# ---- block 1 ----
Fig. 1: block 1, cell outlines without signal wires
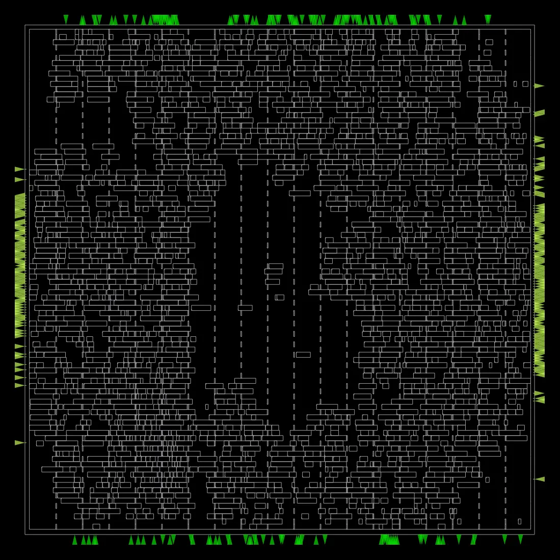

**src/rtl/rot_rs.sv**
```systemverilog
// Reservation station for the rotate/shift unit: operand wake-up via CDB snoop,
// lowest-index allocate/issue. Define ROT_RS_BYPASS_EN for same-cycle dispatch-to-issue bypass.
package rot_rs_pkg;
  typedef struct packed {
    logic [1:0] kind;
    logic       dir_left;
    logic       arith;
    logic [4:0] amount;
    logic       use_imm;
  } rotate_decode_t;
endpackage

module rot_rs
  import rot_rs_pkg::*;
#(
  parameter int unsigned DEPTH       = 4,
  parameter int unsigned RS_ID_WIDTH = 5,
  parameter int unsigned RS_ID_BASE  = 0
) (
  input  logic                   clk,
  input  logic                   rst,
  input  logic                   dispatch_valid,
  output logic                   dispatch_ready,
  input  logic [31:0]            op1,
  input  logic [31:0]            op2,
  input  logic [31:0]            target,
  input  logic                   op1_valid,
  input  logic                   op2_valid,
  input  logic                   target_valid,
  input  logic [RS_ID_WIDTH-1:0] op1_tag,
  input  logic [RS_ID_WIDTH-1:0] op2_tag,
  input  logic [RS_ID_WIDTH-1:0] target_tag,
  input  rotate_decode_t         control_in,
  input  logic [4:0]             result_reg_addr_in,
  input  logic                   cdb_valid,
  input  logic [RS_ID_WIDTH-1:0] cdb_rs_id,
  input  logic [31:0]            cdb_result,
  output logic                   issue_valid,
  input  logic                   issue_ready,
  output logic [RS_ID_WIDTH-1:0] issue_rs_id,
  output logic [4:0]             issue_result_reg_addr,
  output logic [31:0]            issue_op1,
  output logic [31:0]            issue_op2,
  output logic [31:0]            issue_target,
  output rotate_decode_t         issue_control
);

  localparam int unsigned IDX_W = (DEPTH > 1) ? $clog2(DEPTH) : 1;
  localparam int unsigned NOPS  = 3;

  logic [DEPTH-1:0]       r_busy;
  logic [NOPS-1:0]        r_vld  [DEPTH];
  logic [31:0]            r_val  [DEPTH][NOPS];
  logic [RS_ID_WIDTH-1:0] r_tag  [DEPTH][NOPS];
  rotate_decode_t         r_ctrl [DEPTH];
  logic [4:0]             r_rd   [DEPTH];

  logic [31:0]            w_in_val [NOPS];
  logic [RS_ID_WIDTH-1:0] w_in_tag [NOPS];
  logic [NOPS-1:0]        w_in_vld;
  logic [31:0]            w_d_val  [NOPS];
  logic [NOPS-1:0]        w_d_vld;

  logic                   w_free_found;
  logic [IDX_W-1:0]       w_free_idx;
  logic                   w_iss_found;
  logic [IDX_W-1:0]       w_iss_idx;
  logic                   w_dispatch_fire;
  logic                   w_bypass;
  logic                   w_alloc;
  logic                   w_issue_fire;

  function automatic logic [RS_ID_WIDTH-1:0] f_id(input logic [IDX_W-1:0] idx);
    return RS_ID_WIDTH'(RS_ID_BASE + 32'(idx));
  endfunction

  // Incoming operands snoop the concurrent broadcast so they never miss a wake-up
  always_comb begin
    w_in_val[0] = op1;
    w_in_val[1] = op2;
    w_in_val[2] = target;
    w_in_tag[0] = op1_tag;
    w_in_tag[1] = op2_tag;
    w_in_tag[2] = target_tag;
    w_in_vld    = {target_valid, op2_valid, op1_valid};
    for (int unsigned k = 0; k < NOPS; k++) begin
      w_d_val[k] = w_in_val[k];
      w_d_vld[k] = w_in_vld[k];
      if (!w_in_vld[k] && cdb_valid && (cdb_rs_id == w_in_tag[k])) begin
        w_d_val[k] = cdb_result;
        w_d_vld[k] = 1'b1;
      end
    end
  end

  always_comb begin
    w_free_found = 1'b0;
    w_free_idx   = '0;
    w_iss_found  = 1'b0;
    w_iss_idx    = '0;
    for (int unsigned i = 0; i < DEPTH; i++) begin
      if (!w_free_found && !r_busy[i]) begin
        w_free_found = 1'b1;
        w_free_idx   = IDX_W'(i);
      end
      if (!w_iss_found && r_busy[i] && (&r_vld[i])) begin
        w_iss_found = 1'b1;
        w_iss_idx   = IDX_W'(i);
      end
    end
  end

  assign dispatch_ready  = rst & w_free_found;
  assign w_dispatch_fire = dispatch_valid & dispatch_ready;

  always_comb begin
    issue_valid           = 1'b0;
    issue_rs_id           = '0;
    issue_result_reg_addr = '0;
    issue_op1             = '0;
    issue_op2             = '0;
    issue_target          = '0;
    issue_control         = '0;
    w_bypass              = 1'b0;
    if (rst) begin
      if (w_iss_found) begin
        issue_valid           = 1'b1;
        issue_rs_id           = f_id(w_iss_idx);
        issue_result_reg_addr = r_rd[w_iss_idx];
        issue_op1             = r_val[w_iss_idx][0];
        issue_op2             = r_val[w_iss_idx][1];
        issue_target          = r_val[w_iss_idx][2];
        issue_control         = r_ctrl[w_iss_idx];
      end
`ifdef ROT_RS_BYPASS_EN
      else if (w_dispatch_fire && (&w_d_vld) && issue_ready) begin
        w_bypass              = 1'b1;
        issue_valid           = 1'b1;
        issue_rs_id           = f_id(w_free_idx);
        issue_result_reg_addr = result_reg_addr_in;
        issue_op1             = w_d_val[0];
        issue_op2             = w_d_val[1];
        issue_target          = w_d_val[2];
        issue_control         = control_in;
      end
`endif
    end
  end

  assign w_alloc      = w_dispatch_fire & ~w_bypass;
  assign w_issue_fire = rst & w_iss_found & issue_ready;

  // Allocation targets a free entry and issue a busy one, so the two never collide
  always_ff @(posedge clk) begin
    if (!rst) begin
      r_busy <= '0;
      for (int unsigned i = 0; i < DEPTH; i++) begin
        r_vld[i] <= '0;
      end
    end else begin
      for (int unsigned i = 0; i < DEPTH; i++) begin
        if (w_alloc && (w_free_idx == IDX_W'(i))) begin
          r_busy[i] <= 1'b1;
          r_vld[i]  <= w_d_vld;
          r_ctrl[i] <= control_in;
          r_rd[i]   <= result_reg_addr_in;
          for (int unsigned k = 0; k < NOPS; k++) begin
            r_val[i][k] <= w_d_val[k];
            r_tag[i][k] <= w_in_tag[k];
          end
        end else if (w_issue_fire && (w_iss_idx == IDX_W'(i))) begin
          r_busy[i] <= 1'b0;
          r_vld[i]  <= '0;
        end else if (r_busy[i]) begin
          for (int unsigned k = 0; k < NOPS; k++) begin
            if (!r_vld[i][k] && cdb_valid && (cdb_rs_id == r_tag[i][k])) begin
              r_val[i][k] <= cdb_result;
              r_vld[i][k] <= 1'b1;
            end
          end
        end
      end
    end
  end

endmodule

```
**config.mk**
```make
export PLATFORM = sky130hd
export DESIGN_NAME = rot_rs
export DESIGN_NICKNAME = d
export VERILOG_FILES = /design/src/rtl/rot_rs.sv
export SDC_FILE = /design/constraint.sdc
export NUM_CORES = 1
export LEC_CHECK = 0
export CORE_MARGIN = 2
export CORE_UTILIZATION = 36
export CTS_CLUSTER_DIAMETER = 80
export DETAILED_ROUTE_END_ITERATION = 8
export GPL_TIMING_DRIVEN = 0
export MAX_ROUTING_LAYER = met4
export PLACE_DENSITY_LB_ADDON = 0.25
export REMOVE_ABC_BUFFERS = 1
export SLEW_MARGIN = 20
export SYNTH_ARGS = -nofsm -noshare
export SYNTH_HDL_FRONTEND = slang
export SYNTH_SLANG_ARGS = --single-unit
```
**constraint.sdc**
```tcl
create_clock -name clk -period 2.8 [get_ports clk]
set_input_delay 0.56 -clock clk [delete_from_list [all_inputs] [get_ports clk]]
set_output_delay 0.56 -clock clk [all_outputs]
set_load 0.02 [all_outputs]
```
# ---- block 2 ----
===== src/rtl/bridge_gate_sched.sv =====
// ============================================================================
// Module   : bridge_gate_sched
// Brief    : Full-bridge gate scheduler. Turns a raw SPWM compare bit and a
//            half-cycle select into four gate drives, inserting a dead-time
//            on every pattern change so neither leg ever conducts
//            high and low together. An external fault forces all gates off.
// Config   : GATE_FAULT_LATCH_EN - when defined, a fault is latched until
//            fault_clr; when undefined, the fault state follows the fault.
// Revision : 1.0 - initial release
// ============================================================================
`default_nettype none

module bridge_gate_sched (
  input  logic       clk,
  input  logic       rst,
  input  logic       en,
  input  logic       pwm_in,
  input  logic       half_sel,
  input  logic [7:0] dead_cnt,
  input  logic       fault,
  input  logic       fault_clr,
  output logic       gate_ah,
  output logic       gate_al,
  output logic       gate_bh,
  output logic       gate_bl,
  output logic       in_dead,
  output logic       fault_lat
);

  // Gate patterns, bit order {ah, al, bh, bl}
  localparam logic [3:0] c_patOff = 4'b0000;
  localparam logic [3:0] c_patPos = 4'b1001;  // A high, B low
  localparam logic [3:0] c_patNeg = 4'b0110;  // A low, B high
  localparam logic [3:0] c_patFw  = 4'b0101;  // both lows: freewheel

  typedef enum logic [1:0] {
    OFF  = 2'd0,
    DEAD = 2'd1,
    ACT  = 2'd2,
    FLT  = 2'd3
  } state_t;

  logic       r_en;
  logic       r_pwm;
  logic       r_half;
  logic       r_fault;

  state_t     r_state;
  state_t     w_nextState;
  logic [3:0] r_gates;
  logic [3:0] w_nextGates;
  logic [7:0] r_cnt;
  logic [7:0] w_nextCnt;
  logic [3:0] r_deadTgt;
  logic [3:0] w_nextDeadTgt;

  logic [3:0] w_target;
  logic [7:0] w_load;

  // Input capture: every decision works from these registered copies
  always_ff @(posedge clk or posedge rst) begin
    if (rst) begin
      r_en    <= 1'b0;
      r_pwm   <= 1'b0;
      r_half  <= 1'b0;
      r_fault <= 1'b0;
    end else begin
      r_en    <= en;
      r_pwm   <= pwm_in;
      r_half  <= half_sel;
      r_fault <= fault;
    end
  end

  // Desired gate pattern from the registered enable / half-cycle / pwm bits
  always_comb begin
    w_target = c_patOff;
    if (r_en) begin
      if (r_pwm) begin
        w_target = r_half ? c_patPos : c_patNeg;
      end else begin
        w_target = c_patFw;
      end
    end
  end

  // A zero dead-time still costs one DEAD cycle
  assign w_load = (dead_cnt == 8'd0) ? 8'd1 : dead_cnt;

  // Next-state and next-gate decision; fault has priority over everything
  always_comb begin
    w_nextState   = r_state;
    w_nextGates   = r_gates;
    w_nextCnt     = r_cnt;
    w_nextDeadTgt = r_deadTgt;
    if (r_fault) begin
      w_nextState = FLT;
      w_nextGates = c_patOff;
      w_nextCnt   = 8'd0;
    end else begin
      case (r_state)
        OFF: begin
          w_nextGates = c_patOff;
          if (w_target != c_patOff) begin
            w_nextState   = DEAD;
            w_nextCnt     = w_load;
            w_nextDeadTgt = w_target;
          end
        end
        DEAD: begin
          if (w_target != r_deadTgt) begin
            // Target moved mid dead-time: drop anything not in the new
            // target and start the dead-time over
            w_nextGates   = r_gates & w_target;
            w_nextCnt     = w_load;
            w_nextDeadTgt = w_target;
          end else if (r_cnt <= 8'd1) begin
            w_nextCnt = 8'd0;
            if (w_target == c_patOff) begin
              w_nextState = OFF;
              w_nextGates = c_patOff;
            end else begin
              w_nextState = ACT;
              w_nextGates = w_target;
            end
          end else begin
            w_nextCnt = r_cnt - 8'd1;
          end
        end
        ACT: begin
          if (w_target != r_gates) begin
            // Switches leaving the pattern turn off on the DEAD entry edge
            w_nextState   = DEAD;
            w_nextGates   = r_gates & w_target;
            w_nextCnt     = w_load;
            w_nextDeadTgt = w_target;
          end
        end
        FLT: begin
          w_nextGates = c_patOff;
`ifdef GATE_FAULT_LATCH_EN
          if (fault_clr) begin
            w_nextState = OFF;
          end
`else
          w_nextState = OFF;
`endif
        end
        default: begin
          w_nextState = OFF;
          w_nextGates = c_patOff;
          w_nextCnt   = 8'd0;
        end
      endcase
    end
  end

  // State, gate and dead-time registers; reset kills the gates immediately
  always_ff @(posedge clk or posedge rst) begin
    if (rst) begin
      r_state   <= OFF;
      r_gates   <= c_patOff;
      r_cnt     <= 8'd0;
      r_deadTgt <= c_patOff;
    end else begin
      r_state   <= w_nextState;
      r_gates   <= w_nextGates;
      r_cnt     <= w_nextCnt;
      r_deadTgt <= w_nextDeadTgt;
    end
  end

`ifdef GATE_FAULT_LATCH_EN
  logic r_faultLat;

  // Sticky fault flag: set by the registered fault, cleared by fault_clr
  // only once the fault itself has gone away
  always_ff @(posedge clk or posedge rst) begin
    if (rst) begin
      r_faultLat <= 1'b0;
    end else if (r_fault) begin
      r_faultLat <= 1'b1;
    end else if (fault_clr) begin
      r_faultLat <= 1'b0;
    end
  end

  assign fault_lat = r_faultLat;
`else
  logic w_unusedClr;
  assign w_unusedClr = fault_clr;
  assign fault_lat   = r_fault;
`endif

  assign gate_ah = r_gates[3];
  assign gate_al = r_gates[2];
  assign gate_bh = r_gates[1];
  assign gate_bl = r_gates[0];
  assign in_dead = (r_state == DEAD);

endmodule

`default_nettype wire


===== config.mk =====
export PLATFORM = sky130hd
export DESIGN_NAME = bridge_gate_sched
export DESIGN_NICKNAME = d
export VERILOG_FILES = /design/src/rtl/bridge_gate_sched.sv
export SDC_FILE = /design/constraint.sdc
export NUM_CORES = 1
export LEC_CHECK = 0
export CAP_MARGIN = 20
export CORE_MARGIN = 10
export CORE_UTILIZATION = 30
export CTS_CLUSTER_SIZE = 14
export DETAILED_ROUTE_END_ITERATION = 16
export SLEW_MARGIN = 20
export SYNTH_ARGS = -nofsm -noshare
export SYNTH_HDL_FRONTEND = slang
export SYNTH_SLANG_ARGS = --single-unit

===== constraint.sdc =====
create_clock -name clk -period 3 [get_ports clk]
set_input_delay 0.3 -clock clk [delete_from_list [all_inputs] [get_ports clk]]
set_output_delay 0.3 -clock clk [all_outputs]
set_load 0.01 [all_outputs]

# ---- block 3 ----
### config.mk
export PLATFORM = sky130hd
export DESIGN_NAME = ps2_scancode_rx
export DESIGN_NICKNAME = d
export VERILOG_FILES = /design/src/rtl/ps2_scancode_rx_pkg.sv /design/src/rtl/ps2_scancode_rx_fifo.sv /design/src/rtl/ps2_scancode_rx.sv
export SDC_FILE = /design/constraint.sdc
export NUM_CORES = 1
export LEC_CHECK = 0
export CAP_MARGIN = 30
export CELL_PAD_IN_SITES_DETAIL_PLACEMENT = 1
export CELL_PAD_IN_SITES_GLOBAL_PLACEMENT = 2
export CORE_UTILIZATION = 33
export CTS_CLUSTER_SIZE = 20
export DETAILED_ROUTE_END_ITERATION = 8
export PLACE_DENSITY = 0.76
export SYNTH_ARGS = -nofsm -noshare
export SYNTH_HDL_FRONTEND = slang
export SYNTH_SLANG_ARGS = --single-unit
### constraint.sdc
create_clock -name clock -period 2.7 [get_ports clock]
set_input_delay 0.405 -clock clock [delete_from_list [all_inputs] [get_ports clock]]
set_output_delay 0.405 -clock clock [all_outputs]
set_load 0.01 [all_outputs]
### src/rtl/ps2_scancode_rx_pkg.sv
// Shared definitions for the PS/2 scancode receiver: FSM states,
// register addresses, STATUS bit layout and the frame acceptance rule.
package ps2_scancode_rx_pkg;

    typedef enum logic [1:0] {
        ST_IDLE  = 2'd0,
        ST_SHIFT = 2'd1,
        ST_CHECK = 2'd2
    } rx_state_t;

    localparam logic REG_STATUS = 1'b0;
    localparam logic REG_DATA   = 1'b1;

    localparam int STAT_READY_BIT     = 0;
    localparam int STAT_OVERFLOW_BIT  = 1;
    localparam int STAT_FRAME_ERR_BIT = 2;
    localparam int STAT_COUNT_LSB     = 4;

    // Falls received after the start bit: 8 data bits, parity, stop.
    localparam logic [3:0] LAST_BIT_INDEX = 4'd9;

    // bits[7:0] data, bits[8] parity, bits[9] stop.
    // A frame is good when stop is high and data+parity has odd parity.
    function automatic logic frame_ok(input logic [9:0] bits);
        return bits[9] && (^bits[8:0]);
    endfunction

endpackage

### src/rtl/ps2_scancode_rx_fifo.sv
// Small synchronous FIFO for received scancodes. A pop on a full FIFO
// frees the slot first, so a simultaneous push is still accepted.
module scancode_fifo #(
    parameter int WIDTH = 8,
    parameter int DEPTH = 8
) (
    input  logic                       clock,
    input  logic                       reset,
    input  logic                       push,
    input  logic                       pop,
    input  logic [WIDTH-1:0]           din,
    output logic [WIDTH-1:0]           dout,
    output logic                       full,
    output logic                       empty,
    output logic [$clog2(DEPTH):0]     count
);

    localparam int PW = $clog2(DEPTH);
    localparam int CW = PW + 1;

    logic [WIDTH-1:0] mem [DEPTH];
    logic [PW-1:0]    wr_ptr;
    logic [PW-1:0]    rd_ptr;
    logic             do_push;
    logic             do_pop;

    assign empty   = (count == '0);
    assign full    = (count == CW'(DEPTH));
    assign do_pop  = pop && !empty;
    assign do_push = push && (!full || do_pop);
    assign dout    = mem[rd_ptr];

    // Storage array; contents need no reset because count gates visibility.
    always_ff @(posedge clock) begin
        if (do_push) begin
            mem[wr_ptr] <= din;
        end
    end

    // Pointer and occupancy bookkeeping; pointers wrap naturally at DEPTH.
    always_ff @(posedge clock) begin
        if (reset) begin
            wr_ptr <= '0;
            rd_ptr <= '0;
            count  <= '0;
        end else begin
            if (do_push) wr_ptr <= wr_ptr + PW'(1);
            if (do_pop)  rd_ptr <= rd_ptr + PW'(1);
            case ({do_push, do_pop})
                2'b10:   count <= count + CW'(1);
                2'b01:   count <= count - CW'(1);
                default: count <= count;
            endcase
        end
    end

endmodule

### src/rtl/ps2_scancode_rx.sv
// PS/2 device-to-host receiver: synchronises the PS/2 lines, frames and
// checks each byte, queues good scancodes and exposes STATUS/DATA registers.
module ps2_scancode_rx
    import ps2_scancode_rx_pkg::*;
#(
    parameter int FIFO_DEPTH     = 8,
    parameter int TIMEOUT_CYCLES = 50000,
    parameter int SYNC_STAGES    = 2,
    parameter int DATA_WIDTH     = 64
) (
    input  logic                  clock,
    input  logic                  reset,
    input  logic                  ps_kbclock,
    input  logic                  ps_kbdata,
    input  logic                  read,
    input  logic                  rd_addr,
    output logic [DATA_WIDTH-1:0] rd_data,
    output logic                  key_ready,
    output logic [7:0]            last_code
);

    localparam int CW = $clog2(FIFO_DEPTH) + 1;
    localparam int TW = $clog2(TIMEOUT_CYCLES);

    logic [SYNC_STAGES-1:0] clk_sync;
    logic [SYNC_STAGES-1:0] dat_sync;
    logic                   clk_prev;
    logic                   kb_clk;
    logic                   kb_dat;
    logic                   fall;

    rx_state_t              state;
    rx_state_t              state_next;
    logic [3:0]             bit_cnt;
    logic [10:1]            shift_reg;
    logic [TW-1:0]          idle_cnt;
    logic                   timeout;

    logic                   push_req;
    logic                   pop_req;
    logic                   status_rd;
    logic                   set_ovf;
    logic                   set_ferr;
    logic                   overflow;
    logic                   frame_err;

    logic                   fifo_full;
    logic                   fifo_empty;
    logic [7:0]             fifo_dout;
    logic [CW-1:0]          fifo_count;
    logic [4:0]             count_wide;
    logic [7:0]             status_byte;

    assign kb_clk    = clk_sync[SYNC_STAGES-1];
    assign kb_dat    = dat_sync[SYNC_STAGES-1];
    assign fall      = clk_prev && !kb_clk;
    assign timeout   = (idle_cnt == TW'(TIMEOUT_CYCLES - 1));
    assign status_rd = read && (rd_addr == REG_STATUS);
    assign pop_req   = read && (rd_addr == REG_DATA);
    assign set_ovf   = push_req && fifo_full && !pop_req;
    assign key_ready = !fifo_empty;

    // Bring the PS/2 lines into the core clock domain; idle-high preset avoids a false fall.
    always_ff @(posedge clock) begin
        if (reset) begin
            clk_sync <= '1;
            dat_sync <= '1;
            clk_prev <= 1'b1;
        end else begin
            clk_sync <= {clk_sync[SYNC_STAGES-2:0], ps_kbclock};
            dat_sync <= {dat_sync[SYNC_STAGES-2:0], ps_kbdata};
            clk_prev <= kb_clk;
        end
    end

    // Receiver state register.
    always_ff @(posedge clock) begin
        if (reset) begin
            state <= ST_IDLE;
        end else begin
            state <= state_next;
        end
    end

    // Frame sequencing: start bit, ten shifted bits, one-cycle acceptance check.
    always_comb begin
        state_next = state;
        push_req   = 1'b0;
        set_ferr   = 1'b0;
        case (state)
            ST_IDLE: begin
                if (fall) begin
                    if (!kb_dat) state_next = ST_SHIFT;
                    else         set_ferr   = 1'b1;
                end
            end
            ST_SHIFT: begin
                if (fall) begin
                    if (bit_cnt == LAST_BIT_INDEX) state_next = ST_CHECK;
                end else if (timeout) begin
                    state_next = ST_IDLE;
                    set_ferr   = 1'b1;
                end
            end
            ST_CHECK: begin
                state_next = ST_IDLE;
                if (frame_ok(shift_reg)) push_req = 1'b1;
                else                     set_ferr = 1'b1;
            end
            default: state_next = ST_IDLE;
        endcase
    end

    // Shift in frame bits LSB first, so stop ends up in bit 10 and data in bits 8:1.
    always_ff @(posedge clock) begin
        if (reset) begin
            bit_cnt   <= '0;
            shift_reg <= '0;
        end else if (state == ST_IDLE && fall && !kb_dat) begin
            bit_cnt <= '0;
        end else if (state == ST_SHIFT && fall) begin
            shift_reg <= {kb_dat, shift_reg[10:2]};
            bit_cnt   <= bit_cnt + 4'd1;
        end
    end

    // Stall watchdog: restarts on every PS/2 clock fall, only runs mid-frame.
    always_ff @(posedge clock) begin
        if (reset || fall || state != ST_SHIFT) begin
            idle_cnt <= '0;
        end else begin
            idle_cnt <= idle_cnt + TW'(1);
        end
    end

    // Sticky flags, cleared by a STATUS read unless re-raised in that same cycle.
    always_ff @(posedge clock) begin
        if (reset) begin
            overflow  <= 1'b0;
            frame_err <= 1'b0;
        end else begin
            overflow  <= (overflow && !status_rd) || set_ovf;
            frame_err <= (frame_err && !status_rd) || set_ferr;
        end
    end

    // Last accepted code is shown even if the FIFO had no room for it.
    always_ff @(posedge clock) begin
        if (reset) begin
            last_code <= '0;
        end else if (push_req) begin
            last_code <= shift_reg[8:1];
        end
    end

    scancode_fifo #(
        .WIDTH (8),
        .DEPTH (FIFO_DEPTH)
    ) u_fifo (
        .clock (clock),
        .reset (reset),
        .push  (push_req),
        .pop   (pop_req),
        .din   (shift_reg[8:1]),
        .dout  (fifo_dout),
        .full  (fifo_full),
        .empty (fifo_empty),
        .count (fifo_count)
    );

    // Assemble the STATUS view; the 4-bit count field saturates for deep FIFOs.
    always_comb begin
        count_wide                       = 5'(fifo_count);
        status_byte                      = '0;
        status_byte[STAT_READY_BIT]      = !fifo_empty;
        status_byte[STAT_OVERFLOW_BIT]   = overflow;
        status_byte[STAT_FRAME_ERR_BIT]  = frame_err;
        status_byte[STAT_COUNT_LSB +: 4] = count_wide[4] ? 4'hF : count_wide[3:0];
    end

    // Registered read port; holds its value between read strobes.
    always_ff @(posedge clock) begin
        if (reset) begin
            rd_data <= '0;
        end else if (read) begin
            if (rd_addr == REG_STATUS) begin
                rd_data <= {{(DATA_WIDTH-8){1'b0}}, status_byte};
            end else if (fifo_empty) begin
                rd_data <= '0;
            end else begin
                rd_data <= {{(DATA_WIDTH-8){1'b0}}, fifo_dout};
            end
        end
    end

endmodule

# ---- block 4 ----
[src/rtl/aes_io_pkg.sv]
// rtl/aes_io_pkg.sv - phase encoding and chunk geometry for the switch word loader
package aes_io_pkg;

  typedef enum logic [1:0] {PH_KEY, PH_IV, PH_PT, PH_OUT} phase_e;

  localparam int CHUNK_W    = 16;
  localparam int KEY_CHUNKS = 8;
  localparam int IV_CHUNKS  = 6;
  localparam int PT_CHUNKS  = 8;

  function automatic logic [2:0] last_idx(phase_e ph);
    case (ph)
      PH_KEY:  return 3'(KEY_CHUNKS - 1);
      PH_IV:   return 3'(IV_CHUNKS - 1);
      PH_PT:   return 3'(PT_CHUNKS - 1);
      default: return 3'd0;
    endcase
  endfunction

  function automatic phase_e next_phase(phase_e ph);
    case (ph)
      PH_KEY:  return PH_IV;
      PH_IV:   return PH_PT;
      default: return PH_OUT;
    endcase
  endfunction

endpackage

[src/rtl/btn_debounce.sv]
// rtl/btn_debounce.sv - 2-FF synchroniser, stability counter and rising-edge pulse
module btn_debounce #(
  parameter int DEBOUNCE_CYCLES = 250000
) (
  input  logic clk,
  input  logic i_reset_n,
  input  logic i_raw,
  output logic o_level,
  output logic o_rise
);

  localparam int CNT_W = $clog2(DEBOUNCE_CYCLES + 1);

  logic [1:0]       sync;
  logic [CNT_W-1:0] cnt;

  // Counter runs only while the synchronised level disagrees with the accepted one,
  // so any bounce back to the accepted level restarts it.
  always_ff @(posedge clk or negedge i_reset_n) begin
    if (!i_reset_n) begin
      sync    <= 2'b00;
      cnt     <= '0;
      o_level <= 1'b0;
      o_rise  <= 1'b0;
    end else begin
      sync   <= {sync[0], i_raw};
      o_rise <= 1'b0;
      if (sync[1] == o_level) begin
        cnt <= '0;
      end else if (cnt == CNT_W'(DEBOUNCE_CYCLES - 1)) begin
        cnt     <= '0;
        o_level <= sync[1];
        o_rise  <= sync[1];
      end else begin
        cnt <= cnt + 1'b1;
      end
    end
  end

endmodule

[src/rtl/sw_word_loader.sv]
// rtl/sw_word_loader.sv - assembles key, IV and plain text from switch chunks
module sw_word_loader
  import aes_io_pkg::*;
#(
  parameter int DEBOUNCE_CYCLES = 250000
) (
  input  logic          clk,
  input  logic          i_reset_n,
  input  logic [0:15]   i_sw,
  input  logic          i_btn_load,
  input  logic          i_btn_abort,
  input  logic          i_ready,
  output logic          o_valid,
  output logic [0:127]  o_key,
  output logic [0:95]   o_iv,
  output logic [0:127]  o_plain_text,
  output logic [1:0]    o_phase,
  output logic [2:0]    o_chunk_idx,
  output logic [0:15]   o_echo
);

  logic [0:15] sw_s1, sw_s2;
  logic        load_level, load_p;
  logic        abort_level, abort_p;
  logic        unused_levels;
  logic        capture;
  phase_e      phase_q, phase_d;
  logic [2:0]  idx_q, idx_d;

  btn_debounce #(.DEBOUNCE_CYCLES(DEBOUNCE_CYCLES)) u_load_db (
    .clk       (clk),
    .i_reset_n (i_reset_n),
    .i_raw     (i_btn_load),
    .o_level   (load_level),
    .o_rise    (load_p)
  );

  btn_debounce #(.DEBOUNCE_CYCLES(DEBOUNCE_CYCLES)) u_abort_db (
    .clk       (clk),
    .i_reset_n (i_reset_n),
    .i_raw     (i_btn_abort),
    .o_level   (abort_level),
    .o_rise    (abort_p)
  );

  assign unused_levels = load_level ^ abort_level;

  always_ff @(posedge clk or negedge i_reset_n) begin
    if (!i_reset_n) begin
      sw_s1 <= '0;
      sw_s2 <= '0;
    end else begin
      sw_s1 <= i_sw;
      sw_s2 <= sw_s1;
    end
  end

  // Abort beats a coincident load; OUT ignores loads so the words stay frozen.
  assign capture = load_p && !abort_p && (phase_q != PH_OUT);

  always_ff @(posedge clk or negedge i_reset_n) begin
    if (!i_reset_n) begin
      phase_q <= PH_KEY;
      idx_q   <= 3'd0;
    end else begin
      phase_q <= phase_d;
      idx_q   <= idx_d;
    end
  end

  always_comb begin
    phase_d = phase_q;
    idx_d   = idx_q;
    if (abort_p || (phase_q == PH_OUT && i_ready)) begin
      phase_d = PH_KEY;
      idx_d   = 3'd0;
    end else if (capture) begin
      if (idx_q == last_idx(phase_q)) begin
        phase_d = next_phase(phase_q);
        idx_d   = 3'd0;
      end else begin
        idx_d = idx_q + 3'd1;
      end
    end
  end

  // Chunk n lands at bit offset 16n; bit 0 is the first (most significant) chunk.
  always_ff @(posedge clk or negedge i_reset_n) begin
    if (!i_reset_n) begin
      o_key        <= '0;
      o_iv         <= '0;
      o_plain_text <= '0;
      o_echo       <= '0;
    end else if (capture) begin
      o_echo <= sw_s2;
      case (phase_q)
        PH_KEY:  o_key[{idx_q, 4'b0000} +: CHUNK_W]        <= sw_s2;
        PH_IV:   o_iv[{idx_q, 4'b0000} +: CHUNK_W]         <= sw_s2;
        PH_PT:   o_plain_text[{idx_q, 4'b0000} +: CHUNK_W] <= sw_s2;
        default: ;
      endcase
    end
  end

  assign o_valid     = (phase_q == PH_OUT);
  assign o_phase     = phase_q;
  assign o_chunk_idx = idx_q;

endmodule

[config.mk]
export PLATFORM = sky130hd
export DESIGN_NAME = sw_word_loader
export DESIGN_NICKNAME = d
export VERILOG_FILES = /design/src/rtl/aes_io_pkg.sv /design/src/rtl/btn_debounce.sv /design/src/rtl/sw_word_loader.sv
export SDC_FILE = /design/constraint.sdc
export NUM_CORES = 1
export LEC_CHECK = 0
export ABC_AREA = 1
export CAP_MARGIN = 20
export CORE_MARGIN = 8
export CORE_UTILIZATION = 55
export CTS_CLUSTER_SIZE = 30
export DETAILED_ROUTE_END_ITERATION = 16
export PLACE_DENSITY = 0.95
export SKIP_LAST_GASP = 1
export SLEW_MARGIN = 10
export SYNTH_ARGS = -nofsm -noshare
export SYNTH_HDL_FRONTEND = slang
export SYNTH_SLANG_ARGS = --single-unit
[constraint.sdc]
create_clock -name clk -period 6.9 [get_ports clk]
set_clock_uncertainty 0.2 [all_clocks]
set_input_delay 0.69 -clock clk [delete_from_list [all_inputs] [get_ports clk]]
set_output_delay 0.69 -clock clk [all_outputs]
set_load 0.05 [all_outputs]
Fig. 2: block 4, cells colored by class
Drawn at 1.5 px/µm.
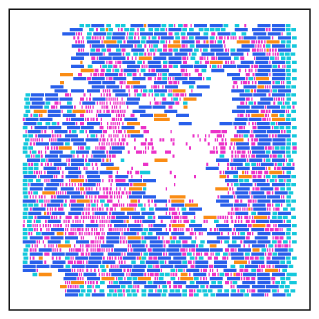
[orange] clock drivers and dummy loads | cells: 80
[blue] flops | cells: 449
[magenta] combinational and other logic | cells: 1297
[cyan] other buffers and delay cells | cells: 399
fin util: 0.714
proportion of cell area occupied by registers: 0.472

Fig. 3: block 4, routed clock nets over the placement
Drawn at 1.5 px/µm.
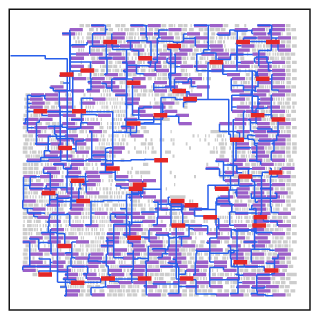
[blue] clock wires | length: 5210 µm
[purple] flip-flops | count: 449
[red] clock drivers | count: 45
routed clock nets: 46
flops lie: all over the die

==> flow_summary.rst, block 4 <==
Flow metrics
------------

.. list-table::
   :header-rows: 1

   * - Metric
     - Value
   * - Number of rows in the core area
     - 67
   * - Total number of clock tree sinks
     - about 450
   * - Setup repair after global routing missed its margin
     - false
   * - Number of cells in the yosys synthesis report
     - about 1.8k
   * - Slowest stage cell on the critical path
     - sky130_fd_sc_hd__dfrtp_2
   * - Combinational fraction of the cell area
     - 0.256
   * - Result of the run
     - complete, no violations
   * - Total cell area reported by yosys after synthesis
     - around 19000 µm²
   * - Worst-margin pin slew
     - 0.991 ns
   * - Area of the multi-input gates
     - about 6000 µm²
   * - Placeable Area
     - 33400 µm²
   * - Setup TNS
     - 0 ns
   * - Total leakage power
     - 11.0 nW
   * - Fraction of the yosys area taken by sequential cells
     - 0.607
   * - Total Wirelength
     - 59100 µm
   * - Top FF cell, synth
     - sky130_fd_sc_hd__dfrtp_1
   * - DRC viols
     - 0
   * - Number of synthesized flops with an enable pin
     - 0
   * - Cell resize tally after clock tree synthesis
     - 0
   * - Worst-Skew Late Latency
     - 0.54 ns
   * - Clock slew seen by the registers of the worst setup and hold paths
     - 0.06 ns
   * - Horizontal die dimension
     - 199 µm
   * - Share of the clock period used by the worst path after layout
     - 0.504
   * - Buffers inserted by post-CTS timing repair
     - 0
   * - Tapcell count
     - 448
   * - Post-layout instance count excluding filler cells
     - 2674
   * - Final net count
     - ~2.2k
   * - Post-Place Cells
     - ~2.6k
   * - Biggest cell category by area in the final layout
     - registers
   * - Maximum number of pins on one net before global-route repair
     - 184
   * - Initial core utilization
     - 0.555
==> block 4: per-stage QoR <==
stage                     total power, mW  hold WS (ns)  worst slack [ns]  utilization  area [µm²]
after floorplan                      2.72         0.131              4.20            -       18500
after global placement               2.81         0.133              3.84        0.670       22300
after detailed placement             2.81         0.135              3.71        0.670       22300
after CTS                            5.24        0.0391              3.42        0.714       23800
after global routing                 5.35        0.0835              3.33        0.714       23800
final                                5.22        0.0205              3.42        0.714       23800
==> block 4: registers in the layout (all words and copies together), names as in the netlist, 3 cells and up <==
register        cells
sw_s1              16
sw_s2              16
u_load_db.cnt      18
o_echo             16
o_chunk_idx         3
o_plain_text      128
u_abort_db.cnt     18
o_iv               96
o_key             128
==> block 4: where the power goes <==
part	internal (mW)	switching, mW	leakage [nW]
registers	2.65	0.00947	6.18
clock network	1.43	1.03	0.741
logic	0.0182	0.0872	4.04
==> block 4: metal layers <==
layer	wire length, µm	share of wire	GRT usage
met1	21300	0.36	0.354
met2	29200	0.49	0.495
met3	5500	0.093	0.0620
met4	3160	0.053	0.137
met5	0	0	0
Fig. 4: block 3, routed clock nets over the placement
Drawn at 2 px/µm.
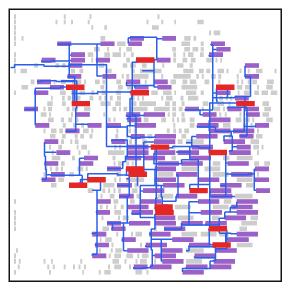
[purple] flip-flops | count: 132
[blue] clock wires | length: 1720 µm
[red] clock drivers | count: 17
flops lie: all over the die
Worst-Skew Late Latency: 0.42 ns
clock network fraction of total power: 0.526

Fig. 5: block 3, sequential cells colored by netlist name
Drawn at 2 px/µm. Other sequential cells in the stronger gray, the rest of the logic in the fainter gray.
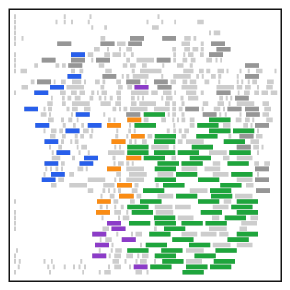
[purple] last_code | flops: 8 | where: bottom middle
[green] u_fifo.mem | flops: 64
[blue] idle_cnt | flops: 16 | where: left middle
[orange] shift_reg | flops: 10 | where: middle
not colored: 34
reported sequential group power: 2.09 mW
fin util: 0.400
proportion of cell area occupied by registers: 0.475
area used by sequential logic in the layout: 3290 µm²

==> flow_summary.rst, block 3 <==
Flow metrics
------------

.. list-table::
   :header-rows: 1

   * - Metric
     - Value
   * - Met2 layer wire length in the routed design
     - 6300 µm
   * - Fraction of the yosys area taken by sequential cells
     - 0.561
   * - Most common cell after layout, fill and taps aside
     - sky130_fd_sc_hd__dfxtp_1
   * - Horizontal die dimension
     - 135 µm
   * - Routed length on met1
     - 5060 µm
   * - Data-path buffer share of cell area in the final layout
     - 0.0637
   * - Gate power share
     - 0.017
   * - Clock root buffer
     - sky130_fd_sc_hd__clkbuf_16
   * - Final Skew
     - 0.00948 ns
   * - Number of rows in the core area
     - 48
   * - Tot GR Track Use
     - 0.143
   * - Final net count
     - 545
   * - Fraction of final layout cells with drive strength greater than 1
     - 0.197
   * - Highest attainable clock frequency
     - 384 MHz
   * - Cell resize tally after clock tree synthesis
     - 0
   * - Layout clock buffers
     - 23
   * - Via count
     - 3583
   * - Top cell type by total area after synthesis
     - sky130_fd_sc_hd__edfxtp_1
   * - Clock group
     - 2.40 mW
   * - Pre-CTS setup slack
     - -0.136 ns
   * - MI comb cells
     - between 300 and 400
   * - Result of the run
     - complete, no violations
   * - Registers
     - 132
[block 3: logic make-up (layout without fill, tap and decap cells)]
group,count (synthesis),count (layout)
and+or+nand+nor,146,146
adders and majority gates,8,8
muxes,38,38
xor gates and xnor gates,29,29
other,1,56
buffers and inverters,88,94
AOI/OAI and AO/OA,41,41
DFF,132,132
[block 3: path summary, 6_finish.rpt]
path / cells after the start / slack, ns / endpoint / startpoint
min: 1 / 0.42 / dat_sync[1] / dat_sync[0]
min reg2reg: 1 / 0.42 / dat_sync[1] / dat_sync[0]
max reg2reg: 9 / 0.1 / u_fifo.count[3] / shift_reg[2]
max: 9 / 0.1 / u_fifo.count[3] / shift_reg[2]
[block 3: worst max-delay path: stages, from the launching register on]
cell	delay (ns)
sky130_fd_sc_hd__dfxtp_2	0.35
sky130_fd_sc_hd__xor3_2	0.49
sky130_fd_sc_hd__a311oi_2	0.34
sky130_fd_sc_hd__mux2i_4	0.13
sky130_fd_sc_hd__ha_2	0.22
sky130_fd_sc_hd__nor4bb_1	0.30
sky130_fd_sc_hd__a21oi_1	0.07
sky130_fd_sc_hd__o21a_1	0.18
sky130_fd_sc_hd__or3_1	0.30
sky130_fd_sc_hd__a21oi_1	0.15
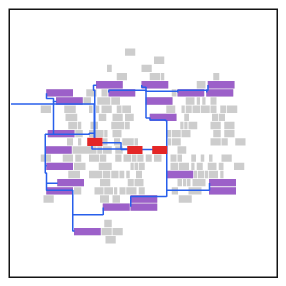
Fig. 6. Routed clock nets over the placement (block 2).
Drawn at 3 px/µm.
[red] clock drivers | count: 3
[purple] flip-flops | count: 22
[blue] clock wires | length: 307 µm
routed clock nets: 4

==> flow_summary.rst, block 2 <==
Flow metrics
------------

.. list-table::
   :header-rows: 1

   * - Metric
     - Value
   * - Result of the run
     - complete, no violations
   * - Total setup violations reported at the end of the flow
     - 0
   * - Buffers inserted by post-CTS timing repair
     - 0
   * - Global-route wire length before repair
     - roughly 6000 µm
   * - Maximum number of pins on one net before global-route repair
     - 24
   * - Horizontal die dimension
     - between 80 and 90 µm
   * - Post-DR wirelength/cell
     - 16.1 µm
   * - Log Warnings
     - 28
   * - Final hold violation count
     - 0
   * - Number of buffers added by the clock tree synthesis step
     - 3
   * - Launch instance of the worst register-to-register path
     - r_half
   * - Hold Path End
     - r_pwm
   * - Top library cells by usage in the layout, fill and taps aside
     - sky130_fd_sc_hd__dfrtp_1 (22), sky130_fd_sc_hd__clkdlybuf4s50_1 (19), sky130_fd_sc_hd__nor2_1 (13), sky130_fd_sc_hd__nand2_1 (7), sky130_fd_sc_hd__nand2b_1 (7)
   * - Critical path required time
     - 3.15 ns
   * - Post-route antenna net violation count
     - 0
   * - Max_cap viols
     - 0
   * - Fraction of final layout cells with drive strength greater than 1
     - 0.114
   * - Die H
     - 88.8 µm
   * - Setup slack of the worst register-to-register path
     - 0.42 ns
   * - Area added between synthesis and finish
     - 21.3%
   * - TritonRoute pass-1 iters
     - 4
   * - Hold path start
     - pwm_in
   * - Total cell area reported by yosys after synthesis
     - 1420 µm²
   * - Fin util
     - 0.385
   * - Mapped cell area
     - 1420 µm²
   * - Power density over the cells
     - 488 nW/µm²
   * - Clock slew seen by the registers of the worst setup and hold paths
     - about 0.08 ns
   * - Critical path class
     - reg -> reg
   * - Via count of the first global-routing pass
     - 1286
block 2: cell type report:
class / count / area (µm²)
Clock buffer: 4 / 55.1
Multi-Input combinational cell: 114 / 830
Tap cell: 52 / 65.1
Timing Repair Buffer: 21 / 205
Sequential cell: 22 / 551
Fill cell: 435 / 2750
Inverter: 5 / 18.8
block 2: sequential cells by signal (all words and copies together), names as in the netlist:
| signal | cells |
|---|---|
| r_state | 2 |
| r_en | 1 |
| r_cnt | 8 |
| r_gates | 4 |
| r_pwm | 1 |
| r_half | 1 |
| fault_lat | 1 |
| r_deadTgt | 4 |
block 2: report_power, final:
group	switching, mW	total (mW)	internal (mW)
Clock	0.0956	0.213	0.117
Sequential	0.0405	0.369	0.328
Combinational	0.136	0.260	0.125
Total	0.272	0.842	0.570
block 2: per-layer routing:
layer	vias up	wire, µm	part of all wire	track usage
met1	599	1560	0.44	0.108
met5	-	0	0	0
met3	4	169	0.048	0.0276
met2	22	1740	0.50	0.166
li1	600	-	-	-
met4	0	34	0.0097	0.0206
Fig. 7: block 1, cells colored by class
Drawn at 1 px/µm.
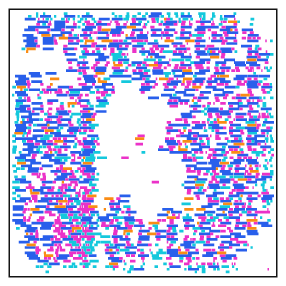
[orange] clock drivers and dummy loads | cells: 107
[blue] flops | cells: 520
[cyan] other buffers and delay cells | cells: 459
[magenta] combinational and other logic | cells: 938
final std cell area, no fill: 32500 µm²
proportion of cell area occupied by registers: 0.479

## Picture notes: Fig. 1
post-layout instance count excluding filler cells: 2915
Placeable Area: 68300 µm²
number of rows in the core area: 96
number of filler cells placed in the layout: 5985
tapcell count: 882

==> flow_summary.rst, block 1 <==
Flow metrics
------------

.. list-table::
   :header-rows: 1

   * - Metric
     - Value
   * - Crit-path cells
     - and4_4 -> nor3_4 -> buf_6 -> buf_6 -> buf_6 -> buf_8 -> buf_12 -> buf_8 -> buf_4 -> a22o_1 -> a222oi_1 -> nor2_1 -> buf_4
   * - Number of synthesized register bits
     - 520
   * - P_int
     - about 14 mW
   * - Hold path start
     - r_busy[2]
   * - Top Usage Layer GRT
     - met2
   * - Total setup violations reported at the end of the flow
     - 113
   * - Cell count after synthesis
     - about 1.6k
   * - Post-detailed-placement half-perimeter wirelength
     - ~46000 µm
   * - Top FF cell, synth
     - sky130_fd_sc_hd__edfxtp_1
   * - Max_cap viols
     - 0
   * - Global-route wire length before repair
     - about 120000 µm
   * - Most common cell after layout, fill and taps aside
     - sky130_fd_sc_hd__edfxtp_1
   * - Violated checks
     - setup timing
   * - Worst R2R End
     - r_val[2][67]
   * - Cell depth of the worst flop-to-flop path
     - 6
   * - Buffer and inverter count on the worst path
     - 8
   * - Buffers excl. clock
     - roughly 460
   * - Setup slack of the worst register-to-register path
     - about 0.1 ns
   * - Fraction of final layout cells with drive strength greater than 1
     - 0.407
   * - Number of I/O pins
     - just under 300
   * - Category of the worst setup path capture point
     - output port
   * - Pre-CTS setup slack
     - -1.57 ns
   * - Result of the run
     - finished with violations
   * - Cell resize tally after clock tree synthesis
     - 620
   * - Die Size
     - 70800 µm²
   * - HP Class
     - reg -> reg
   * - TritonCTS clock tree
     - done
   * - Critical path required time
     - 2.24 ns
   * - Final setup slack of the worst path
     - -0.747 ns
   * - P_sw
     - 3.79 mW
   * - Share of the clock period used by the worst path after layout
     - 1.27
block 1: worst min-delay path, delay by kind of cell (launching register included):
kind,cells,cell delay (ns)
and+or+nand+nor,1,0.07
DFF,1,0.36
AOI/OAI and AO/OA,1,0.06
block 1: flip-flops by register name, indices dropped and copies added, names as in the netlist:
register,count
r_rd,20
r_val,384
r_vld,12
r_busy,4
r_tag,60
r_ctrl,40
block 1: cells by family (layout without fill, tap and decap cells):
| family | Yosys count | count (layout) | share of synthesized area |
|---|---|---|---|
| compound gates | 244 | 244 | 0.0890 |
| other cells | 1 | 12 | 0.000152 |
| buf+inv | 166 | 572 | 0.0346 |
| mux | 384 | 384 | 0.179 |
| simple gates | 218 | 226 | 0.0403 |
| xor+xnor | 75 | 75 | 0.0266 |
| flops | 520 | 520 | 0.630 |
block 1: stage by stage:
step / hold WS (ns) / instances / area (µm²) / power [mW]
after floorplan: 0.471 / 1450 / 23900 / 9.45
after global placement: 0.522 / 2617 / 27900 / 10.0
after detailed placement: 0.549 / 2672 / 29000 / 10.1
after CTS: 0.519 / 2852 / 31700 / 17.6
after global routing: 0.540 / 2914 / 32500 / 18.0
final: 0.526 / 2915 / 32500 / 17.5

## Gallery

Cell outlines without signal wires.
shot_01.png
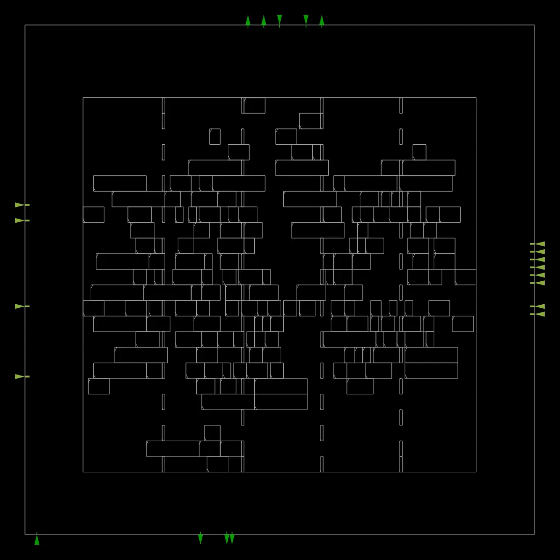
shot_02.png
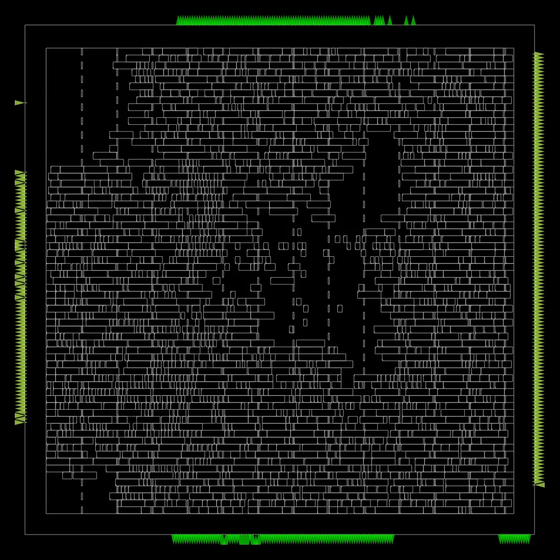
shot_03.png
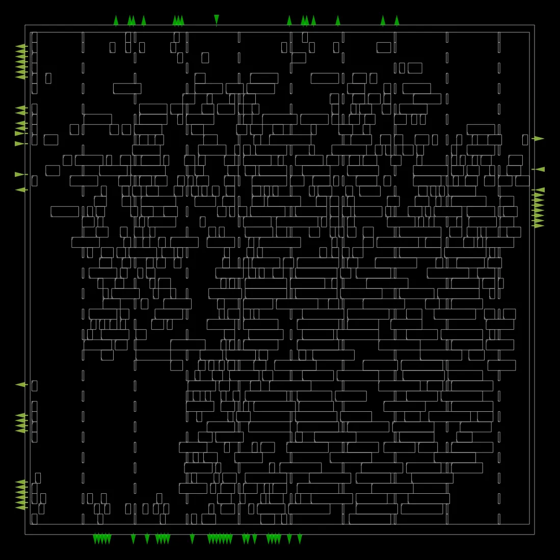
shot_01.png is block 2.
shot_02.png is block 4.
shot_03.png is block 3.
The one with the most sequential cells is shot_02.png.
The one with the fewest sequential cells is shot_01.png.



==> gallery <==
Sequential cells colored by netlist name.
(a)
Drawn at 1 px/µm. Other sequential cells in the stronger gray, the rest of the logic in the fainter gray.
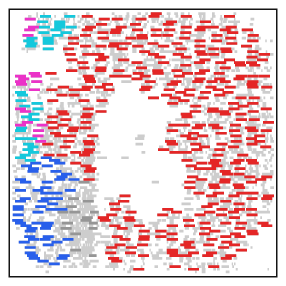
(b)
Drawn at 3 px/µm. Other sequential cells in the stronger gray, the rest of the logic in the fainter gray.
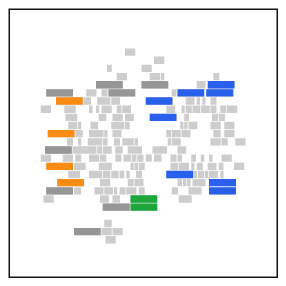
(c)
Drawn at 1.5 px/µm. Other sequential cells in the stronger gray, the rest of the logic in the fainter gray.
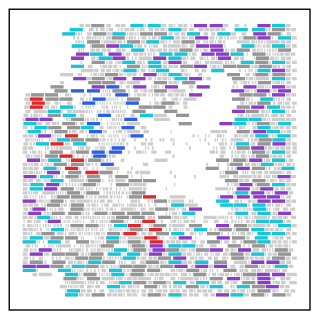
| picture | from |
|---|---|
| (c) | block 4 |
| (a) | block 1 |
| (b) | block 2 |
- most sequential cells: (a)
- fewest sequential cells: (b)


==> gallery <==
I/O nets highlighted.
picture 1
Drawn at 2 px/µm.
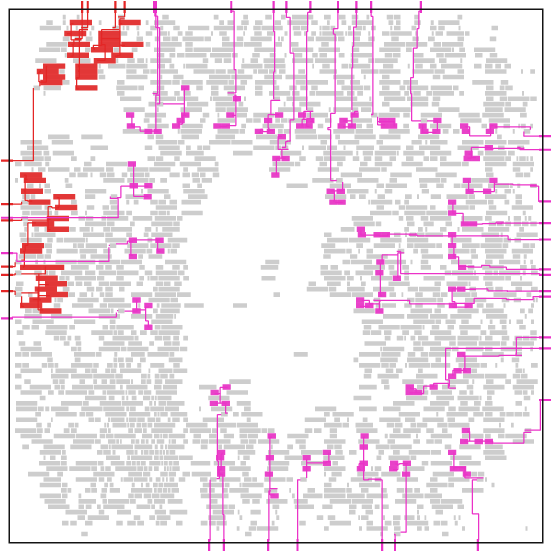
picture 2
Drawn at 2 px/µm.
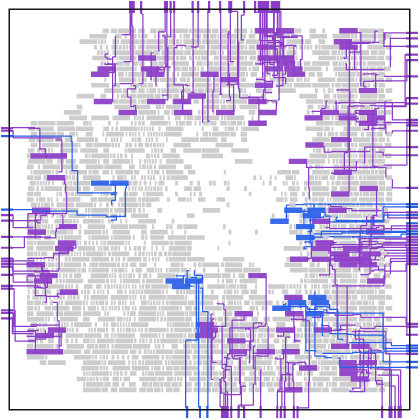
picture 3
Drawn at 3 px/µm.
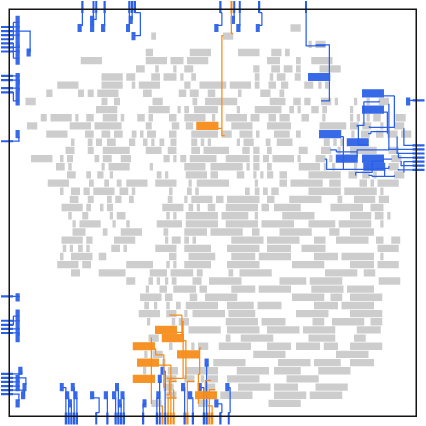
picture 4
Drawn at 6 px/µm.
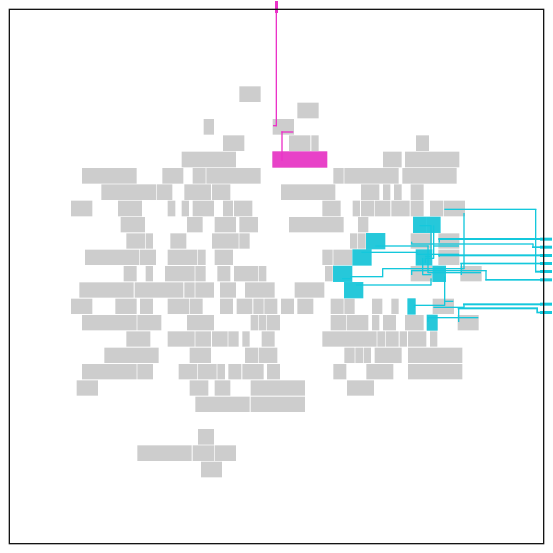
| picture | from |
|---|---|
| picture 2 | block 4 |
| picture 4 | block 2 |
| picture 1 | block 1 |
| picture 3 | block 3 |

Key to picture 2:
[blue] o_echo | direction: output | end cells: 16 | buffers: 16 | wire: 1180 µm
[purple] o_iv | direction: output | end cells: 96 | buffers: 96 | wire: 5110 µm

No activity file was given, so power comes from the tool's default toggle rates.
